# ---- block 1 ----
==> block_1/clock_nets.png <==
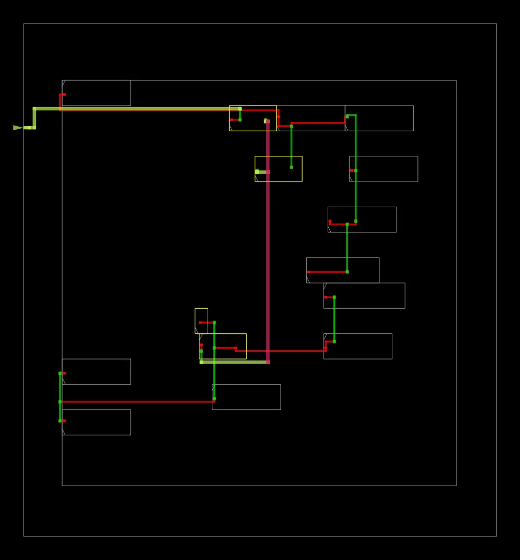

## config.mk

```make
export PLATFORM = sky130hd
export DESIGN_NAME = qeciphy_crc8_arbiter_flat
export DESIGN_NICKNAME = d
export VERILOG_FILES = /design/src/rtl/qeciphy_pkg.sv /design/src/rtl/qeciphy_crc8_arbiter_if.sv /design/src/rtl/qeciphy_crc8_smbus.sv /design/src/rtl/qeciphy_crc8_arbiter.sv /design/src/flat_wrapper.sv
export SDC_FILE = /design/constraint.sdc
export NUM_CORES = 1
export LEC_CHECK = 0
export CAP_MARGIN = 20
export CORE_ASPECT_RATIO = 1.1
export CORE_MARGIN = 4
export CORE_UTILIZATION = 38
export CTS_BUF_LIST = sky130_fd_sc_hd__clkbuf_8
export DETAILED_ROUTE_END_ITERATION = 8
export MAX_ROUTING_LAYER = met4
export PLACE_DENSITY_LB_ADDON = 0.1
export SETUP_SLACK_MARGIN = 0.15
export SLEW_MARGIN = 20
export SYNTH_ARGS = -nofsm -noshare
export SYNTH_HDL_FRONTEND = slang
export SYNTH_SLANG_ARGS = --single-unit
```

## constraint.sdc

```tcl
create_clock -name clk_i -period 1.5 [get_ports clk_i]
set_input_delay 0.45 -clock clk_i [delete_from_list [all_inputs] [get_ports clk_i]]
set_output_delay 0.45 -clock clk_i [all_outputs]
set_load 0.05 [all_outputs]
```

## src/rtl/qeciphy_pkg.sv

```systemverilog
// Shared constants, buffer-state type and the bytewise CRC-8/SMBUS helper
// used by the qeciphy CRC arbiter slice.
package qeciphy_pkg;

   localparam logic [7:0] CRC8_SMBUS_POLY = 8'h07;
   localparam logic [7:0] CRC8_SMBUS_INIT = 8'h00;

   typedef enum logic {
      EMPTY = 1'b0,
      FULL  = 1'b1
   } buf_state_e;

   // MSB-first CRC update of one byte, no reflection and no final xor.
   function automatic logic [7:0] crc8_smbus_byte(input logic [7:0] crc, input logic [7:0] data);
      logic [7:0] c;
      c = crc ^ data;
      for (int b = 0; b < 8; b++) begin
         if (c[7]) begin
            c = {c[6:0], 1'b0} ^ CRC8_SMBUS_POLY;
         end else begin
            c = {c[6:0], 1'b0};
         end
      end
      return c;
   endfunction

endpackage

```

## src/rtl/qeciphy_crc8_arbiter_if.sv

```systemverilog
// Request/response bundle between NUM_REQ requesters and the shared CRC arbiter.
interface qeciphy_crc8_arbiter_if #(
   parameter int NUM_REQ = 2
);
   logic [NUM_REQ-1:0]   req_valid;
   logic [NUM_REQ*8-1:0] req_data;
   logic [NUM_REQ-1:0]   req_ready;
   logic [NUM_REQ-1:0]   rsp_valid;
   logic [7:0]           rsp_crc;
   logic [NUM_REQ-1:0]   rsp_ready;
   logic                 busy;

   modport master (
      output req_valid, req_data, rsp_ready,
      input  req_ready, rsp_valid, rsp_crc, busy
   );

   modport slave (
      input  req_valid, req_data, rsp_ready,
      output req_ready, rsp_valid, rsp_crc, busy
   );
endinterface

```

## src/rtl/qeciphy_crc8_smbus.sv

```systemverilog
// Single-byte CRC-8/SMBUS engine; each byte is computed from the fixed init value.
module qeciphy_crc8_smbus
   import qeciphy_pkg::*;
(
   input  logic       valid_i,
   input  logic [7:0] data_i,
   output logic [7:0] crc_o
);

   assign crc_o = valid_i ? crc8_smbus_byte(CRC8_SMBUS_INIT, data_i) : CRC8_SMBUS_INIT;

endmodule

```

## src/rtl/qeciphy_crc8_arbiter.sv

```systemverilog
// Round-robin arbiter sharing one CRC-8/SMBUS engine between NUM_REQ requesters,
// with a one-entry response buffer returned to the owning requester.
module qeciphy_crc8_arbiter
   import qeciphy_pkg::*;
#(
   parameter int NUM_REQ = 2
) (
   input  logic                      clk_i,
   input  logic                      rst_i,
   qeciphy_crc8_arbiter_if.slave     bus
);

   localparam int PTR_W = $clog2(NUM_REQ);
   typedef logic [PTR_W-1:0] idx_t;

   buf_state_e         state_q, state_d;
   idx_t               ptr_q, ptr_d;
   idx_t               owner_q, owner_d;
   logic [7:0]         crc_q, crc_d;

   logic [PTR_W:0]     pick_s;
   idx_t               grant_idx_s;
   logic               grant_vld_s;
   logic               drain_s;
   logic               accept_s;
   logic [7:0]         mux_byte_s;
   logic [7:0]         engine_crc_s;
   logic [NUM_REQ-1:0] req_ready_s;

   // Scan downward so the last hit written is the first valid at or after ptr.
   function automatic logic [PTR_W:0] rr_pick(input logic [NUM_REQ-1:0] valid, input idx_t ptr);
      logic [PTR_W:0] res;
      int             idx;
      res = '0;
      for (int k = NUM_REQ - 1; k >= 0; k--) begin
         idx = int'(ptr) + k;
         if (idx >= NUM_REQ) begin
            idx = idx - NUM_REQ;
         end
         if (valid[idx]) begin
            res = {1'b1, idx_t'(idx)};
         end
      end
      return res;
   endfunction

   qeciphy_crc8_smbus u_crc (
      .valid_i (1'b1),
      .data_i  (mux_byte_s),
      .crc_o   (engine_crc_s)
   );

   always_comb begin
      pick_s      = rr_pick(bus.req_valid, ptr_q);
      grant_idx_s = pick_s[PTR_W-1:0];
      grant_vld_s = pick_s[PTR_W];
      mux_byte_s  = bus.req_data[int'(grant_idx_s)*8 +: 8];
      // A drain frees the buffer in the same cycle, which is what allows back-to-back accepts.
      drain_s     = (state_q == FULL) && bus.rsp_ready[owner_q];
      accept_s    = grant_vld_s && ((state_q == EMPTY) || drain_s) && !rst_i;
      req_ready_s = '0;
      state_d     = state_q;
      ptr_d       = ptr_q;
      owner_d     = owner_q;
      crc_d       = crc_q;
      if (accept_s) begin
         req_ready_s[grant_idx_s] = 1'b1;
         state_d = FULL;
         owner_d = grant_idx_s;
         crc_d   = engine_crc_s;
         if (grant_idx_s == idx_t'(NUM_REQ - 1)) begin
            ptr_d = '0;
         end else begin
            ptr_d = grant_idx_s + idx_t'(1);
         end
      end else if (drain_s) begin
         state_d = EMPTY;
      end else begin
         state_d = state_q;
      end
   end

   always_ff @(posedge clk_i) begin
      if (rst_i) begin
         state_q <= EMPTY;
         ptr_q   <= '0;
         owner_q <= '0;
         crc_q   <= CRC8_SMBUS_INIT;
      end else begin
         state_q <= state_d;
         ptr_q   <= ptr_d;
         owner_q <= owner_d;
         crc_q   <= crc_d;
      end
   end

   assign bus.req_ready = req_ready_s;
   assign bus.rsp_valid = (state_q == FULL) ? ({{(NUM_REQ-1){1'b0}}, 1'b1} << owner_q) : '0;
   assign bus.rsp_crc   = crc_q;
   assign bus.busy      = (state_q == FULL);

endmodule

```

## src/flat_wrapper.sv

```systemverilog
// flat-port wrapper written by rule: the top's interface ports become plain ports
module qeciphy_crc8_arbiter_flat import qeciphy_pkg::*;
#(
   parameter int NUM_REQ = 2
)
  (clk_i, rst_i, bus_req_valid, bus_req_data, bus_rsp_ready, bus_req_ready, bus_rsp_valid, bus_rsp_crc, bus_busy);
  qeciphy_crc8_arbiter_if #(.NUM_REQ(NUM_REQ)) bus_i ();
  input  logic clk_i;
  input  logic rst_i;
  input wire logic [$bits(bus_i.req_valid)-1:0] bus_req_valid;
  input wire logic [$bits(bus_i.req_data)-1:0] bus_req_data;
  input wire logic [$bits(bus_i.rsp_ready)-1:0] bus_rsp_ready;
  output wire logic [$bits(bus_i.req_ready)-1:0] bus_req_ready;
  output wire logic [$bits(bus_i.rsp_valid)-1:0] bus_rsp_valid;
  output wire logic [$bits(bus_i.rsp_crc)-1:0] bus_rsp_crc;
  output wire logic [$bits(bus_i.busy)-1:0] bus_busy;
  assign bus_i.req_valid = bus_req_valid;
  assign bus_i.req_data = bus_req_data;
  assign bus_i.rsp_ready = bus_rsp_ready;
  assign bus_req_ready = bus_i.req_ready;
  assign bus_rsp_valid = bus_i.rsp_valid;
  assign bus_rsp_crc = bus_i.rsp_crc;
  assign bus_busy = bus_i.busy;
  qeciphy_crc8_arbiter #(.NUM_REQ(NUM_REQ)) u_core (.clk_i(clk_i), .rst_i(rst_i), .bus(bus_i));
endmodule
```

# ---- block 2 ----
**src/rtl/spi_pkg.sv**
```systemverilog
// spi_pkg: state/substage types and command codes shared by the SPI slave.
package spi_pkg;
  typedef enum logic [2:0] {IDLE, CHK_CMD, WRITE, READ_ADD, READ_DATA} spi_state_t;
  typedef enum logic [1:0] {RX, WAIT_TX, TX} rd_sub_t;
  localparam logic [1:0] CMD_WR_ADDR = 2'b00;
  localparam logic [1:0] CMD_WR_DATA = 2'b01;
  localparam logic [1:0] CMD_RD_ADDR = 2'b10;
  localparam logic [1:0] CMD_RD_DATA = 2'b11;
endpackage

```
**src/rtl/spi_shift_tx.sv**
```systemverilog
// spi_shift_tx: MISO load/shift register; last flags that the next shift drives bit 0.
module spi_shift_tx #(
  parameter int DATA_W = 8
) (
  input  logic              clk,
  input  logic              rst_n,
  input  logic              load,
  input  logic              shift_en,
  input  logic              clr,
  input  logic [DATA_W-1:0] din,
  output logic              dout,
  output logic              last
);
  localparam int CW = $clog2(DATA_W);
  logic [DATA_W-1:0] sh;
  logic [CW-1:0] cnt;
  assign dout = sh[DATA_W-1];
  assign last = cnt == CW'(1);
  always_ff @(posedge clk or negedge rst_n)
    if (!rst_n) begin
      sh  <= '0;
      cnt <= '0;
    end else if (clr) begin
      sh  <= '0;
      cnt <= '0;
    end else if (load) begin
      sh  <= din;
      cnt <= CW'(DATA_W - 1);
    end else if (shift_en) begin
      sh  <= {sh[DATA_W-2:0], 1'b0};
      cnt <= cnt - CW'(cnt != '0);
    end
endmodule

```
**src/rtl/spi_slave_param.sv**
```systemverilog
// spi_slave_param: parametrised SPI slave front-end for the SPI-to-RAM path.
// Optional SPI_FRAME_ERR_EN adds a frame_err pulse on aborted RX words or TX transfers.
module spi_slave_param
  import spi_pkg::*;
#(
  parameter int DATA_W = 8,
  parameter int CMD_W  = 2,
  localparam int RX_W  = DATA_W + CMD_W
) (
  input  logic              clk,
  input  logic              rst_n,
  input  logic              SS_n,
  input  logic              MOSI,
  output logic              MISO,
  output logic [RX_W-1:0]   rx_data,
  output logic              rx_valid,
  input  logic [DATA_W-1:0] tx_data,
  input  logic              tx_valid,
  output logic              rd_pending
`ifdef SPI_FRAME_ERR_EN
  ,
  output logic              frame_err
`endif
);
  localparam int CW = $clog2(RX_W);
  spi_state_t state, state_nxt;
  rd_sub_t sub, sub_nxt;
  logic [CW-1:0] rx_cnt;
  logic [RX_W-2:0] rx_sh;
  logic rx_phase, tx_phase, rx_en, word_done, load, shift_en, clr, last;
  assign rx_phase  = state == WRITE || state == READ_ADD || (state == READ_DATA && sub == RX);
  assign tx_phase  = state == READ_DATA && sub == TX;
  assign rx_en     = rx_phase && !SS_n;
  assign word_done = rx_en && rx_cnt == '0;
  always_comb begin
    state_nxt = state;
    sub_nxt   = sub;
    load      = 1'b0;
    shift_en  = 1'b0;
    clr       = 1'b0;
    if (state != IDLE && SS_n) begin
      state_nxt = IDLE;
      sub_nxt   = RX;
      clr       = 1'b1;
    end else if (state == IDLE) begin
      state_nxt = SS_n ? IDLE : CHK_CMD;
    end else if (state == CHK_CMD) begin
      state_nxt = !MOSI ? WRITE : rd_pending ? READ_DATA : READ_ADD;
    end else if (state == READ_DATA) begin
      if (sub == RX && word_done) sub_nxt = WAIT_TX;
      if (sub == WAIT_TX && tx_valid) begin
        load    = 1'b1;
        sub_nxt = TX;
      end
      // rd_pending drops on the edge that drives bit 0, so low here means the byte is out
      if (tx_phase) begin
        shift_en = rd_pending;
        clr      = !rd_pending;
        sub_nxt  = rd_pending ? TX : RX;
      end
    end
  end
  always_ff @(posedge clk or negedge rst_n)
    if (!rst_n) begin
      state <= IDLE;
      sub   <= RX;
    end else begin
      state <= state_nxt;
      sub   <= sub_nxt;
    end
  always_ff @(posedge clk or negedge rst_n)
    if (!rst_n) begin
      rx_cnt     <= '0;
      rx_sh      <= '0;
      rx_data    <= '0;
      rx_valid   <= 1'b0;
      rd_pending <= 1'b0;
    end else begin
      rx_valid <= word_done;
      if (state == CHK_CMD) rx_cnt <= CW'(RX_W - 1);
      else if (rx_en) rx_cnt <= word_done ? CW'(RX_W - 1) : rx_cnt - CW'(1);
      if (rx_en) rx_sh <= {rx_sh[RX_W-3:0], MOSI};
      if (word_done) rx_data <= {rx_sh, MOSI};
      if (word_done && state == READ_ADD) rd_pending <= 1'b1;
      else if ((shift_en && last) || (tx_phase && SS_n)) rd_pending <= 1'b0;
    end
  spi_shift_tx #(.DATA_W(DATA_W)) u_tx (
    .clk      (clk),
    .rst_n    (rst_n),
    .load     (load),
    .shift_en (shift_en),
    .clr      (clr),
    .din      (tx_data),
    .dout     (MISO),
    .last     (last)
  );
`ifdef SPI_FRAME_ERR_EN
  always_ff @(posedge clk or negedge rst_n)
    if (!rst_n) frame_err <= 1'b0;
    else frame_err <= SS_n && ((rx_phase && rx_cnt != CW'(RX_W - 1)) || (tx_phase && rd_pending));
`endif
endmodule
```
**config.mk**
```make
export PLATFORM = sky130hd
export DESIGN_NAME = spi_slave_param
export DESIGN_NICKNAME = d
export VERILOG_FILES = /design/src/rtl/spi_pkg.sv /design/src/rtl/spi_shift_tx.sv /design/src/rtl/spi_slave_param.sv
export SDC_FILE = /design/constraint.sdc
export NUM_CORES = 1
export LEC_CHECK = 0
export ABC_AREA = 1
export CORE_MARGIN = 4
export CORE_UTILIZATION = 45
export CTS_CLUSTER_DIAMETER = 120
export DETAILED_ROUTE_END_ITERATION = 6
export GPL_ROUTABILITY_DRIVEN = 0
export PLACE_DENSITY = 0.72
export SLEW_MARGIN = 0
export SYNTH_ARGS = -nofsm -noshare
export SYNTH_HDL_FRONTEND = slang
export SYNTH_HIERARCHICAL = 1
export SYNTH_SLANG_ARGS = --single-unit
```
**constraint.sdc**
```tcl
create_clock -name clk -period 3.15 [get_ports clk]
set_input_delay 0.63 -clock clk [delete_from_list [all_inputs] [get_ports clk]]
set_output_delay 0.63 -clock clk [all_outputs]
set_load 0.03 [all_outputs]
```
# ---- block 3 ----
==> src/rtl/serial_adder.sv <==
// serial_adder: bit-serial LSB-first adder, one full-adder slice plus carry flop.
// Define SERIAL_ADDER_SUB_EN to add the sub port (a - b via ~b and carry-in 1).
module serial_adder #(
  parameter int WIDTH = 8
) (
  input  logic             clk,
  input  logic             rst,
  input  logic             start,
  input  logic [WIDTH-1:0] a,
  input  logic [WIDTH-1:0] b,
`ifdef SERIAL_ADDER_SUB_EN
  input  logic             sub,
`endif
  output logic             busy,
  output logic             done,
  output logic [WIDTH-1:0] sum,
  output logic             carry
);
  localparam int CW = $clog2(WIDTH) + 1;
  localparam logic [1:0] IDLE = 2'd0, RUN = 2'd1, DONE = 2'd2;
  logic [1:0] state;
  logic [WIDTH-1:0] a_sr, b_sr, b_ld;
  logic [CW-1:0] cnt;
  logic c, c_ld, h, s, c_n, last;
`ifdef SERIAL_ADDER_SUB_EN
  assign b_ld = sub ? ~b : b;
  assign c_ld = sub;
`else
  assign b_ld = b;
  assign c_ld = 1'b0;
`endif
  always_comb begin
    h    = a_sr[0] ^ b_sr[0];
    s    = h ^ c;
    c_n  = (a_sr[0] & b_sr[0]) | (c & h);
    last = cnt == CW'(WIDTH - 1);
  end
  assign busy = state == RUN;
  // a_sr doubles as the result register: sum bits enter at the MSB as operand bits leave the LSB
  always_ff @(posedge clk) begin
    if (rst) begin
      state <= IDLE;
      done  <= 1'b0;
      sum   <= '0;
      carry <= 1'b0;
      c     <= 1'b0;
      cnt   <= '0;
      a_sr  <= '0;
      b_sr  <= '0;
    end else begin
      done <= 1'b0;
      if (state == IDLE && start) begin
        a_sr  <= a;
        b_sr  <= b_ld;
        c     <= c_ld;
        cnt   <= '0;
        state <= RUN;
      end else if (state == RUN) begin
        a_sr <= {s, a_sr[WIDTH-1:1]};
        b_sr <= b_sr >> 1;
        c    <= c_n;
        cnt  <= cnt + CW'(1);
        if (last) begin
          state <= DONE;
          sum   <= {s, a_sr[WIDTH-1:1]};
          carry <= c_n;
          done  <= 1'b1;
        end
      end else if (state == DONE) begin
        state <= IDLE;
      end
    end
  end
endmodule

==> config.mk <==
export PLATFORM = sky130hd
export DESIGN_NAME = serial_adder
export DESIGN_NICKNAME = d
export VERILOG_FILES = /design/src/rtl/serial_adder.sv
export SDC_FILE = /design/constraint.sdc
export NUM_CORES = 1
export LEC_CHECK = 0
export CORE_MARGIN = 3
export CORE_UTILIZATION = 49
export DETAILED_ROUTE_END_ITERATION = 10
export GPL_TIMING_DRIVEN = 1
export PLACE_DENSITY = 0.75
export SYNTH_ARGS = -nofsm -noshare
export SYNTH_HDL_FRONTEND = slang
export SYNTH_SLANG_ARGS = --single-unit
==> constraint.sdc <==
create_clock -name clk -period 1.7 [get_ports clk]
set_input_delay 0.34 -clock clk [delete_from_list [all_inputs] [get_ports clk]]
set_output_delay 0.34 -clock clk [all_outputs]
set_load 0.05 [all_outputs]
==> block_3/m2.png <==
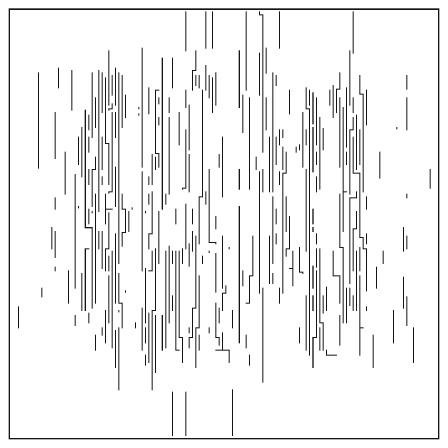
The wires run mostly vertical. The layer holds 47% of the routed length.

==> summary.txt, block 3 <==
Notes on the physical implementation.

- The run finished with clean final reports.
- The largest voltage drop on the vdd net is 0.819 mV, for reference.
- The net switching power in the latest report is 0.398 mW.
- The stage logs contain a warning count of 26.
- Per the post-place timing report, worst setup slack is 0.0464 ns.
- The final power report lists total power as 1.68 mW.
- The die width is 58.8 µm, for reference.
- For this design the top-level I/O count stands at 30.
- The layout has 39 buffers outside the clock class.
- The final clock period utilization by the worst path is 93.9%, for reference.
- Global routing finished with a remaining overflow of 0.
- Per the synth stats, the flop cell with the highest instance count is sky130_fd_sc_hd__dfxtp_1.
- Before antenna repair, the detailed router went through 4 iterations.
- The leading area contributor after synthesis is sky130_fd_sc_hd__dfxtp_1, for reference.
- The via count is 1214, for reference.
- After layout, the setup clock skew is reported as 0.0116 ns.
- The count of nets after finishing is 197, for reference.
- The post-layout utilization of the core is 69.5%, for reference.
## block 3: flip-flops by register name, indices dropped and copies added (netlist names)
register  cells
sum           8
b_sr          8
carry         1
done          1
a_sr          8
state         2
cnt           4
c             1
## block 3: layer usage
metal | vias to the layer above | routed length (µm) | track usage, %
li1 | 594 | - | -
met1 | 566 | 1370 | 25.6
met2 | 47 | 1480 | 32.0
met3 | 7 | 233 | 6.36
met4 | 0 | 53 | 9.39
met5 | - | 0 | 0
## block 3: through the flow
stage | instance area, µm² | hold WS [ns]
after floorplan | 1370 | 0.443
after global placement | 1700 | 0.458
after detailed placement | 1700 | 0.463
after CTS | 1790 | 0.488
after global routing | 1790 | 0.509
final | 1790 | 0.486
## block 3: how the worst min path moves through the flow
stage / to / slack (ns) / from / cells after the start
after CTS: sum[6] / 0.49 / sum[6] / 1
after global placement: sum[2] / 0.46 / sum[2] / 1
final: sum[2] / 0.49 / sum[2] / 1
after detailed placement: sum[6] / 0.46 / sum[6] / 1
after global routing: sum[3] / 0.51 / sum[3] / 1
after floorplan: done / 0.44 / rst / 1
## block 3: what timing repair did
action                                  in CTS  in global routing
hold endpoints to repair                     0                  0
hold buffers                                 0                  0
endpoints found under the setup margin       1                  0
resized                                      1                  0
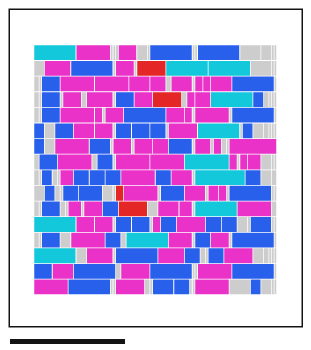
(block_1/class_map.png)
Scale bar: 20 µm. Fill, decap, tap and diode cells in grey.
Key: magenta = remaining logic cells [cells 67]; cyan = registers [cells 11]; red = clock drivers and dummy loads [cells 4]; blue = remaining buffers and delay cells [cells 56]

Notes on block_1/clock_nets.png above:
total CTS buffers: 3
flop count: 11
number of clock buffers in the layout: 3
worst-case clock skew: 0.00479 ns

==> summary.txt, block 1 <==
Notes on the physical implementation.

- The worst setup slack after layout is -0.303 ns, for reference.
- The final count of negative-setup-slack endpoints is 2, for reference.
- The number of antenna cells inserted is 0, for reference.
- The clock network latency to the later pin of the worst-skew pair is 0.24 ns, for reference.
- At the end of the flow, the number of nets in the layout was 161.
- The total core area is 1840 µm², for reference.
- The number of antenna violations at the first check in global routing is 0, for reference.
- The script logs the ratio of routed vias to standard cells as 5.00.
- The placed cell count is 154, for reference.
- The checks that failed: negative setup slack.
- The fraction of the mapped netlist area in compound gates is 12.8%, for reference.
- The post-synthesis chip area from yosys is 764 µm², for reference.
- The flow ran to the end, but the final reports show violations.
- The termination of the worst setup path is bus_req_ready[0], for reference.
- The post-placement setup slack is -0.545 ns, for reference.
- The library cells used most frequently in the layout, excluding fill and tap cells, are sky130_fd_sc_hd__buf_4 (19), sky130_fd_sc_hd__buf_12 (13), sky130_fd_sc_hd__xnor2_2 (12), sky130_fd_sc_hd__xnor2_1 (12), sky130_fd_sc_hd__dlygate4sd2_1 (11).
- The pre-placement core utilization is 41.5%, for reference.
-- block 1: registers in the layout, summed over array words and instances (netlist names) --
| signal | flops |
|---|---|
| u_core.bus.busy | 1 |
| u_core.ptr_q | 1 |
| u_core.bus.rsp_crc | 8 |
| u_core.owner_q | 1 |
-- block 1: area by class of cell --
| class | instances | area [µm²] | share of cell area, % |
|---|---|---|---|
| clock buffers | 3 | 41.3 | 2.57 |
| clock inverters | 1 | 3.75 | 0.234 |
| inverters | 2 | 7.51 | 0.467 |
| multi-input cells | 65 | 697 | 43.4 |
| flip-flops and latches | 11 | 225 | 14.0 |
| well taps | 27 | 33.8 | 2.10 |
| repair buffers | 56 | 598 | 37.2 |
-- block 1: per-layer routing --
metal / global-route usage, % / vias to the layer above
li1: - / 385
met1: 21.8 / 398
met2: 44.6 / 33
met3: 3.22 / 9
met4: 9.42 / 0
met5: - / -
-- block 1: power by group --
group | switching [mW] | leakage [nW] | internal, mW | total, mW
combinational | 0.363 | 0.606 | 0.378 | 0.741
clock | 0.124 | 0.0269 | 0.181 | 0.305
sequential | 0.0411 | 0.0923 | 0.328 | 0.369
total | 0.528 | 0.725 | 0.887 | 1.42
==> block_2/clock_nets.png <==
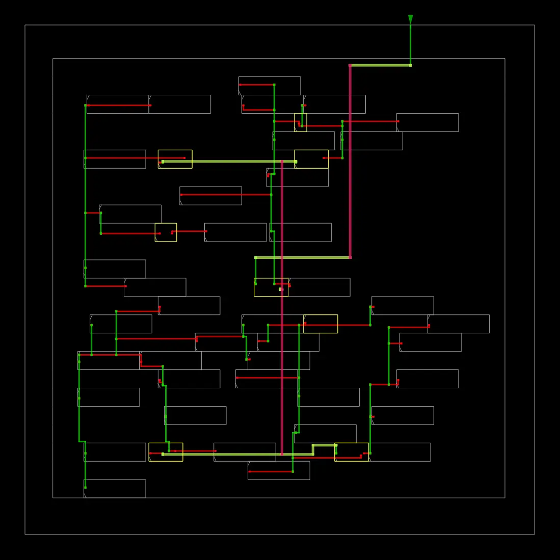
total CTS buffers: 5
number of clock buffers in the layout: 6
Latency at later pin: 0.30 ns
worst-case clock skew: 0.00958 ns

==> summary.txt, block 2 <==
Notes on the physical implementation.

- The register with the most flip-flops in the layout has 10 of them.
- The total power is 1.31 mW, for reference.
- The largest registers in the layout are rx_data: 10 flops, rx_sh: 9 flops, u_tx/sh: 8 flops.
- Per the post-synthesis report, the nets total 264.
- The worst setup path is captured at a flip-flop.
- The flow ran to the end, and the final reports show no timing, DRC or antenna violations.
- The layout-stage area growth over the synthesis result is 16.3%, for reference.
- The largest register by flop count is rx_data.
- Looking at the critical path, the single cell with the biggest stage delay is sky130_fd_sc_hd__clkdlybuf4s50_1.
- Summing all multiplexer cells gives an area fraction of 0%.
- The number of vias per cell after detailed routing is 4.78, for reference.
- The post-route cell area is 2400 µm², for reference.
- The proportion of synthesized chip area in sequential cells is 49.8%, for reference.
- Per the final layout report, the fraction of cells sized above drive strength 1 comes to 10.2%.
- At the end of the flow, the number of nets in the layout was 290.
- No sink is reached through more buffers than the 2 on the longest clock path.
- The DRC violations left is 0, for reference.
- For this run, the share of the core covered by cells in the final layout is 54.7%.
- For reference, the top cells by count after synthesis are sky130_fd_sc_hd__nand2_1 (104), sky130_fd_sc_hd__dfrtp_1 (41), sky130_fd_sc_hd__inv_1 (26).
- Post-CTS repair changed the size of 0 cells.
- The flip-flop and latch count after synthesis is 41, for reference.
- Summed over all failing endpoints, the final setup total negative slack is 0 ns.
- The number of sinks driven by the clock tree is 41, for reference.
- Per the cell usage report, the commonest logic cells after layout are sky130_fd_sc_hd__nand2_1 (104), sky130_fd_sc_hd__dfrtp_1 (41), sky130_fd_sc_hd__inv_1 (26).
- In the finished design, the share of the clock period the worst path needs comes to 67.7%.
-- block 2: cell families after synthesis --
kind of cell	after synthesis
and+or+nand+nor	138
DFF	41
buffers and inverters	35
AOI/OAI and AO/OA	29
adders and majority gates	3
xor gates and xnor gates	2
-- block 2: metal layers --
metal | up-vias | track usage, % | routed length [µm]
met2 | 23 | 23.0 | 1680
met5 | - | 0 | 0
met1 | 707 | 21.5 | 1920
met4 | 0 | 6.41 | 72
li1 | 828 | - | -
met3 | 5 | 4.35 | 122
-- block 2: power by group --
part | internal (mW) | switching (mW) | total (mW)
Combinational | 0.121 | 0.186 | 0.307
Clock | 0.178 | 0.183 | 0.361
Sequential | 0.593 | 0.0502 | 0.644
Total | 0.892 | 0.420 | 1.31
-- block 2: layout make-up --
type | count | area share [%]
sequential | 41 | 42.8
multi-input combinational | 172 | 35.5
timing repair buffer | 26 | 10.5
inverter | 28 | 4.38
clock buffer | 6 | 3.44
tap | 52 | 2.71
clock inverter | 2 | 0.574

## Gallery

Logic cells by family.
picture 1
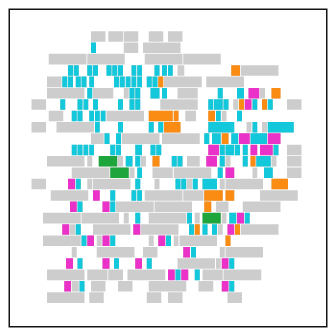
picture 2
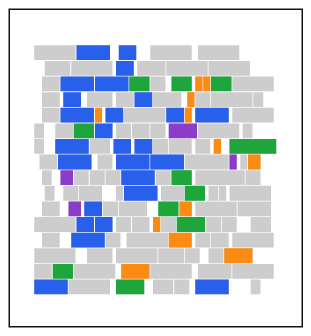
picture 3
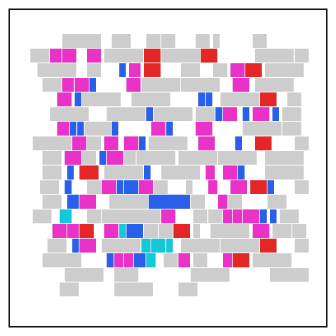
- fewest cells: picture 2
| from | picture |
|---|---|
| block 2 | picture 1 |
| block 1 | picture 2 |
| block 3 | picture 3 |

Key to picture 2:
Key: orange = nor cells [cells 12]; green = mux cells [cells 11]; blue = xor and xnor cells [cells 26]; purple = nand cells [cells 4]



==> notes/layouts.md <==
Pictures saved along the way, in no particular order.

Cells by drive strength.
Plate I
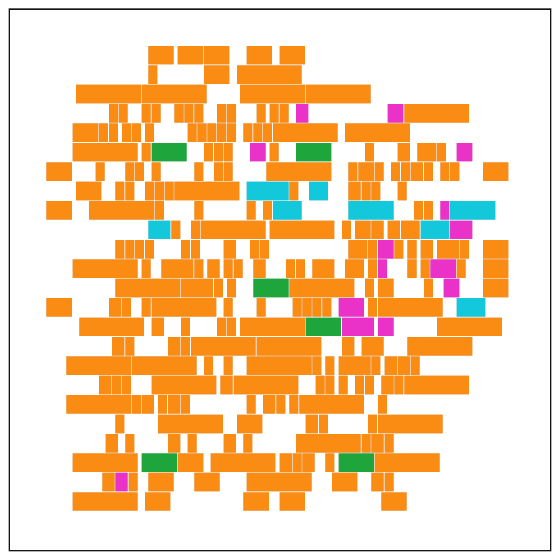
Plate II
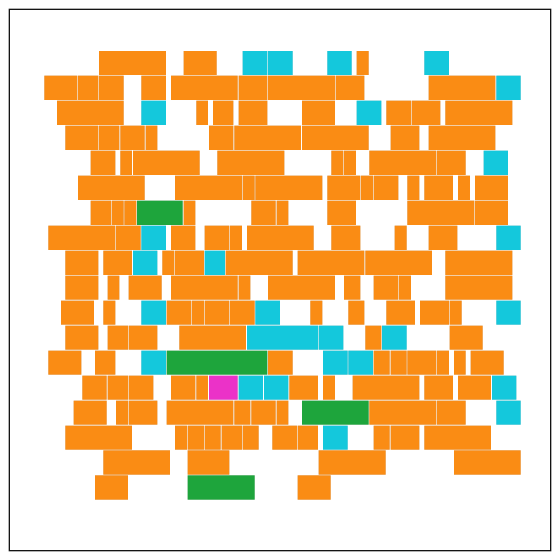
Plate III
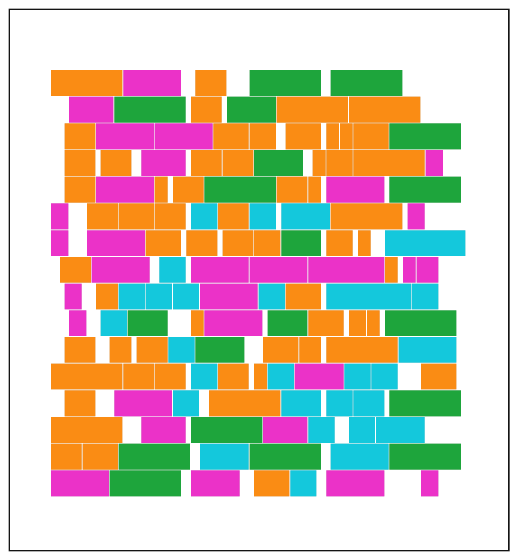
- block 1 = Plate III
- block 3 = Plate II
- block 2 = Plate I

Key to Plate II:
Key: magenta = x2 [cells 1, most used nor2b_2]; green = x6 and larger [cells 4, most used buf_12]; cyan = x3 and x4 [cells 26, most used buf_4]; orange = x1 and smaller [cells 146, most used dfxtp_1]

Power and IR drop assume default switching activity.
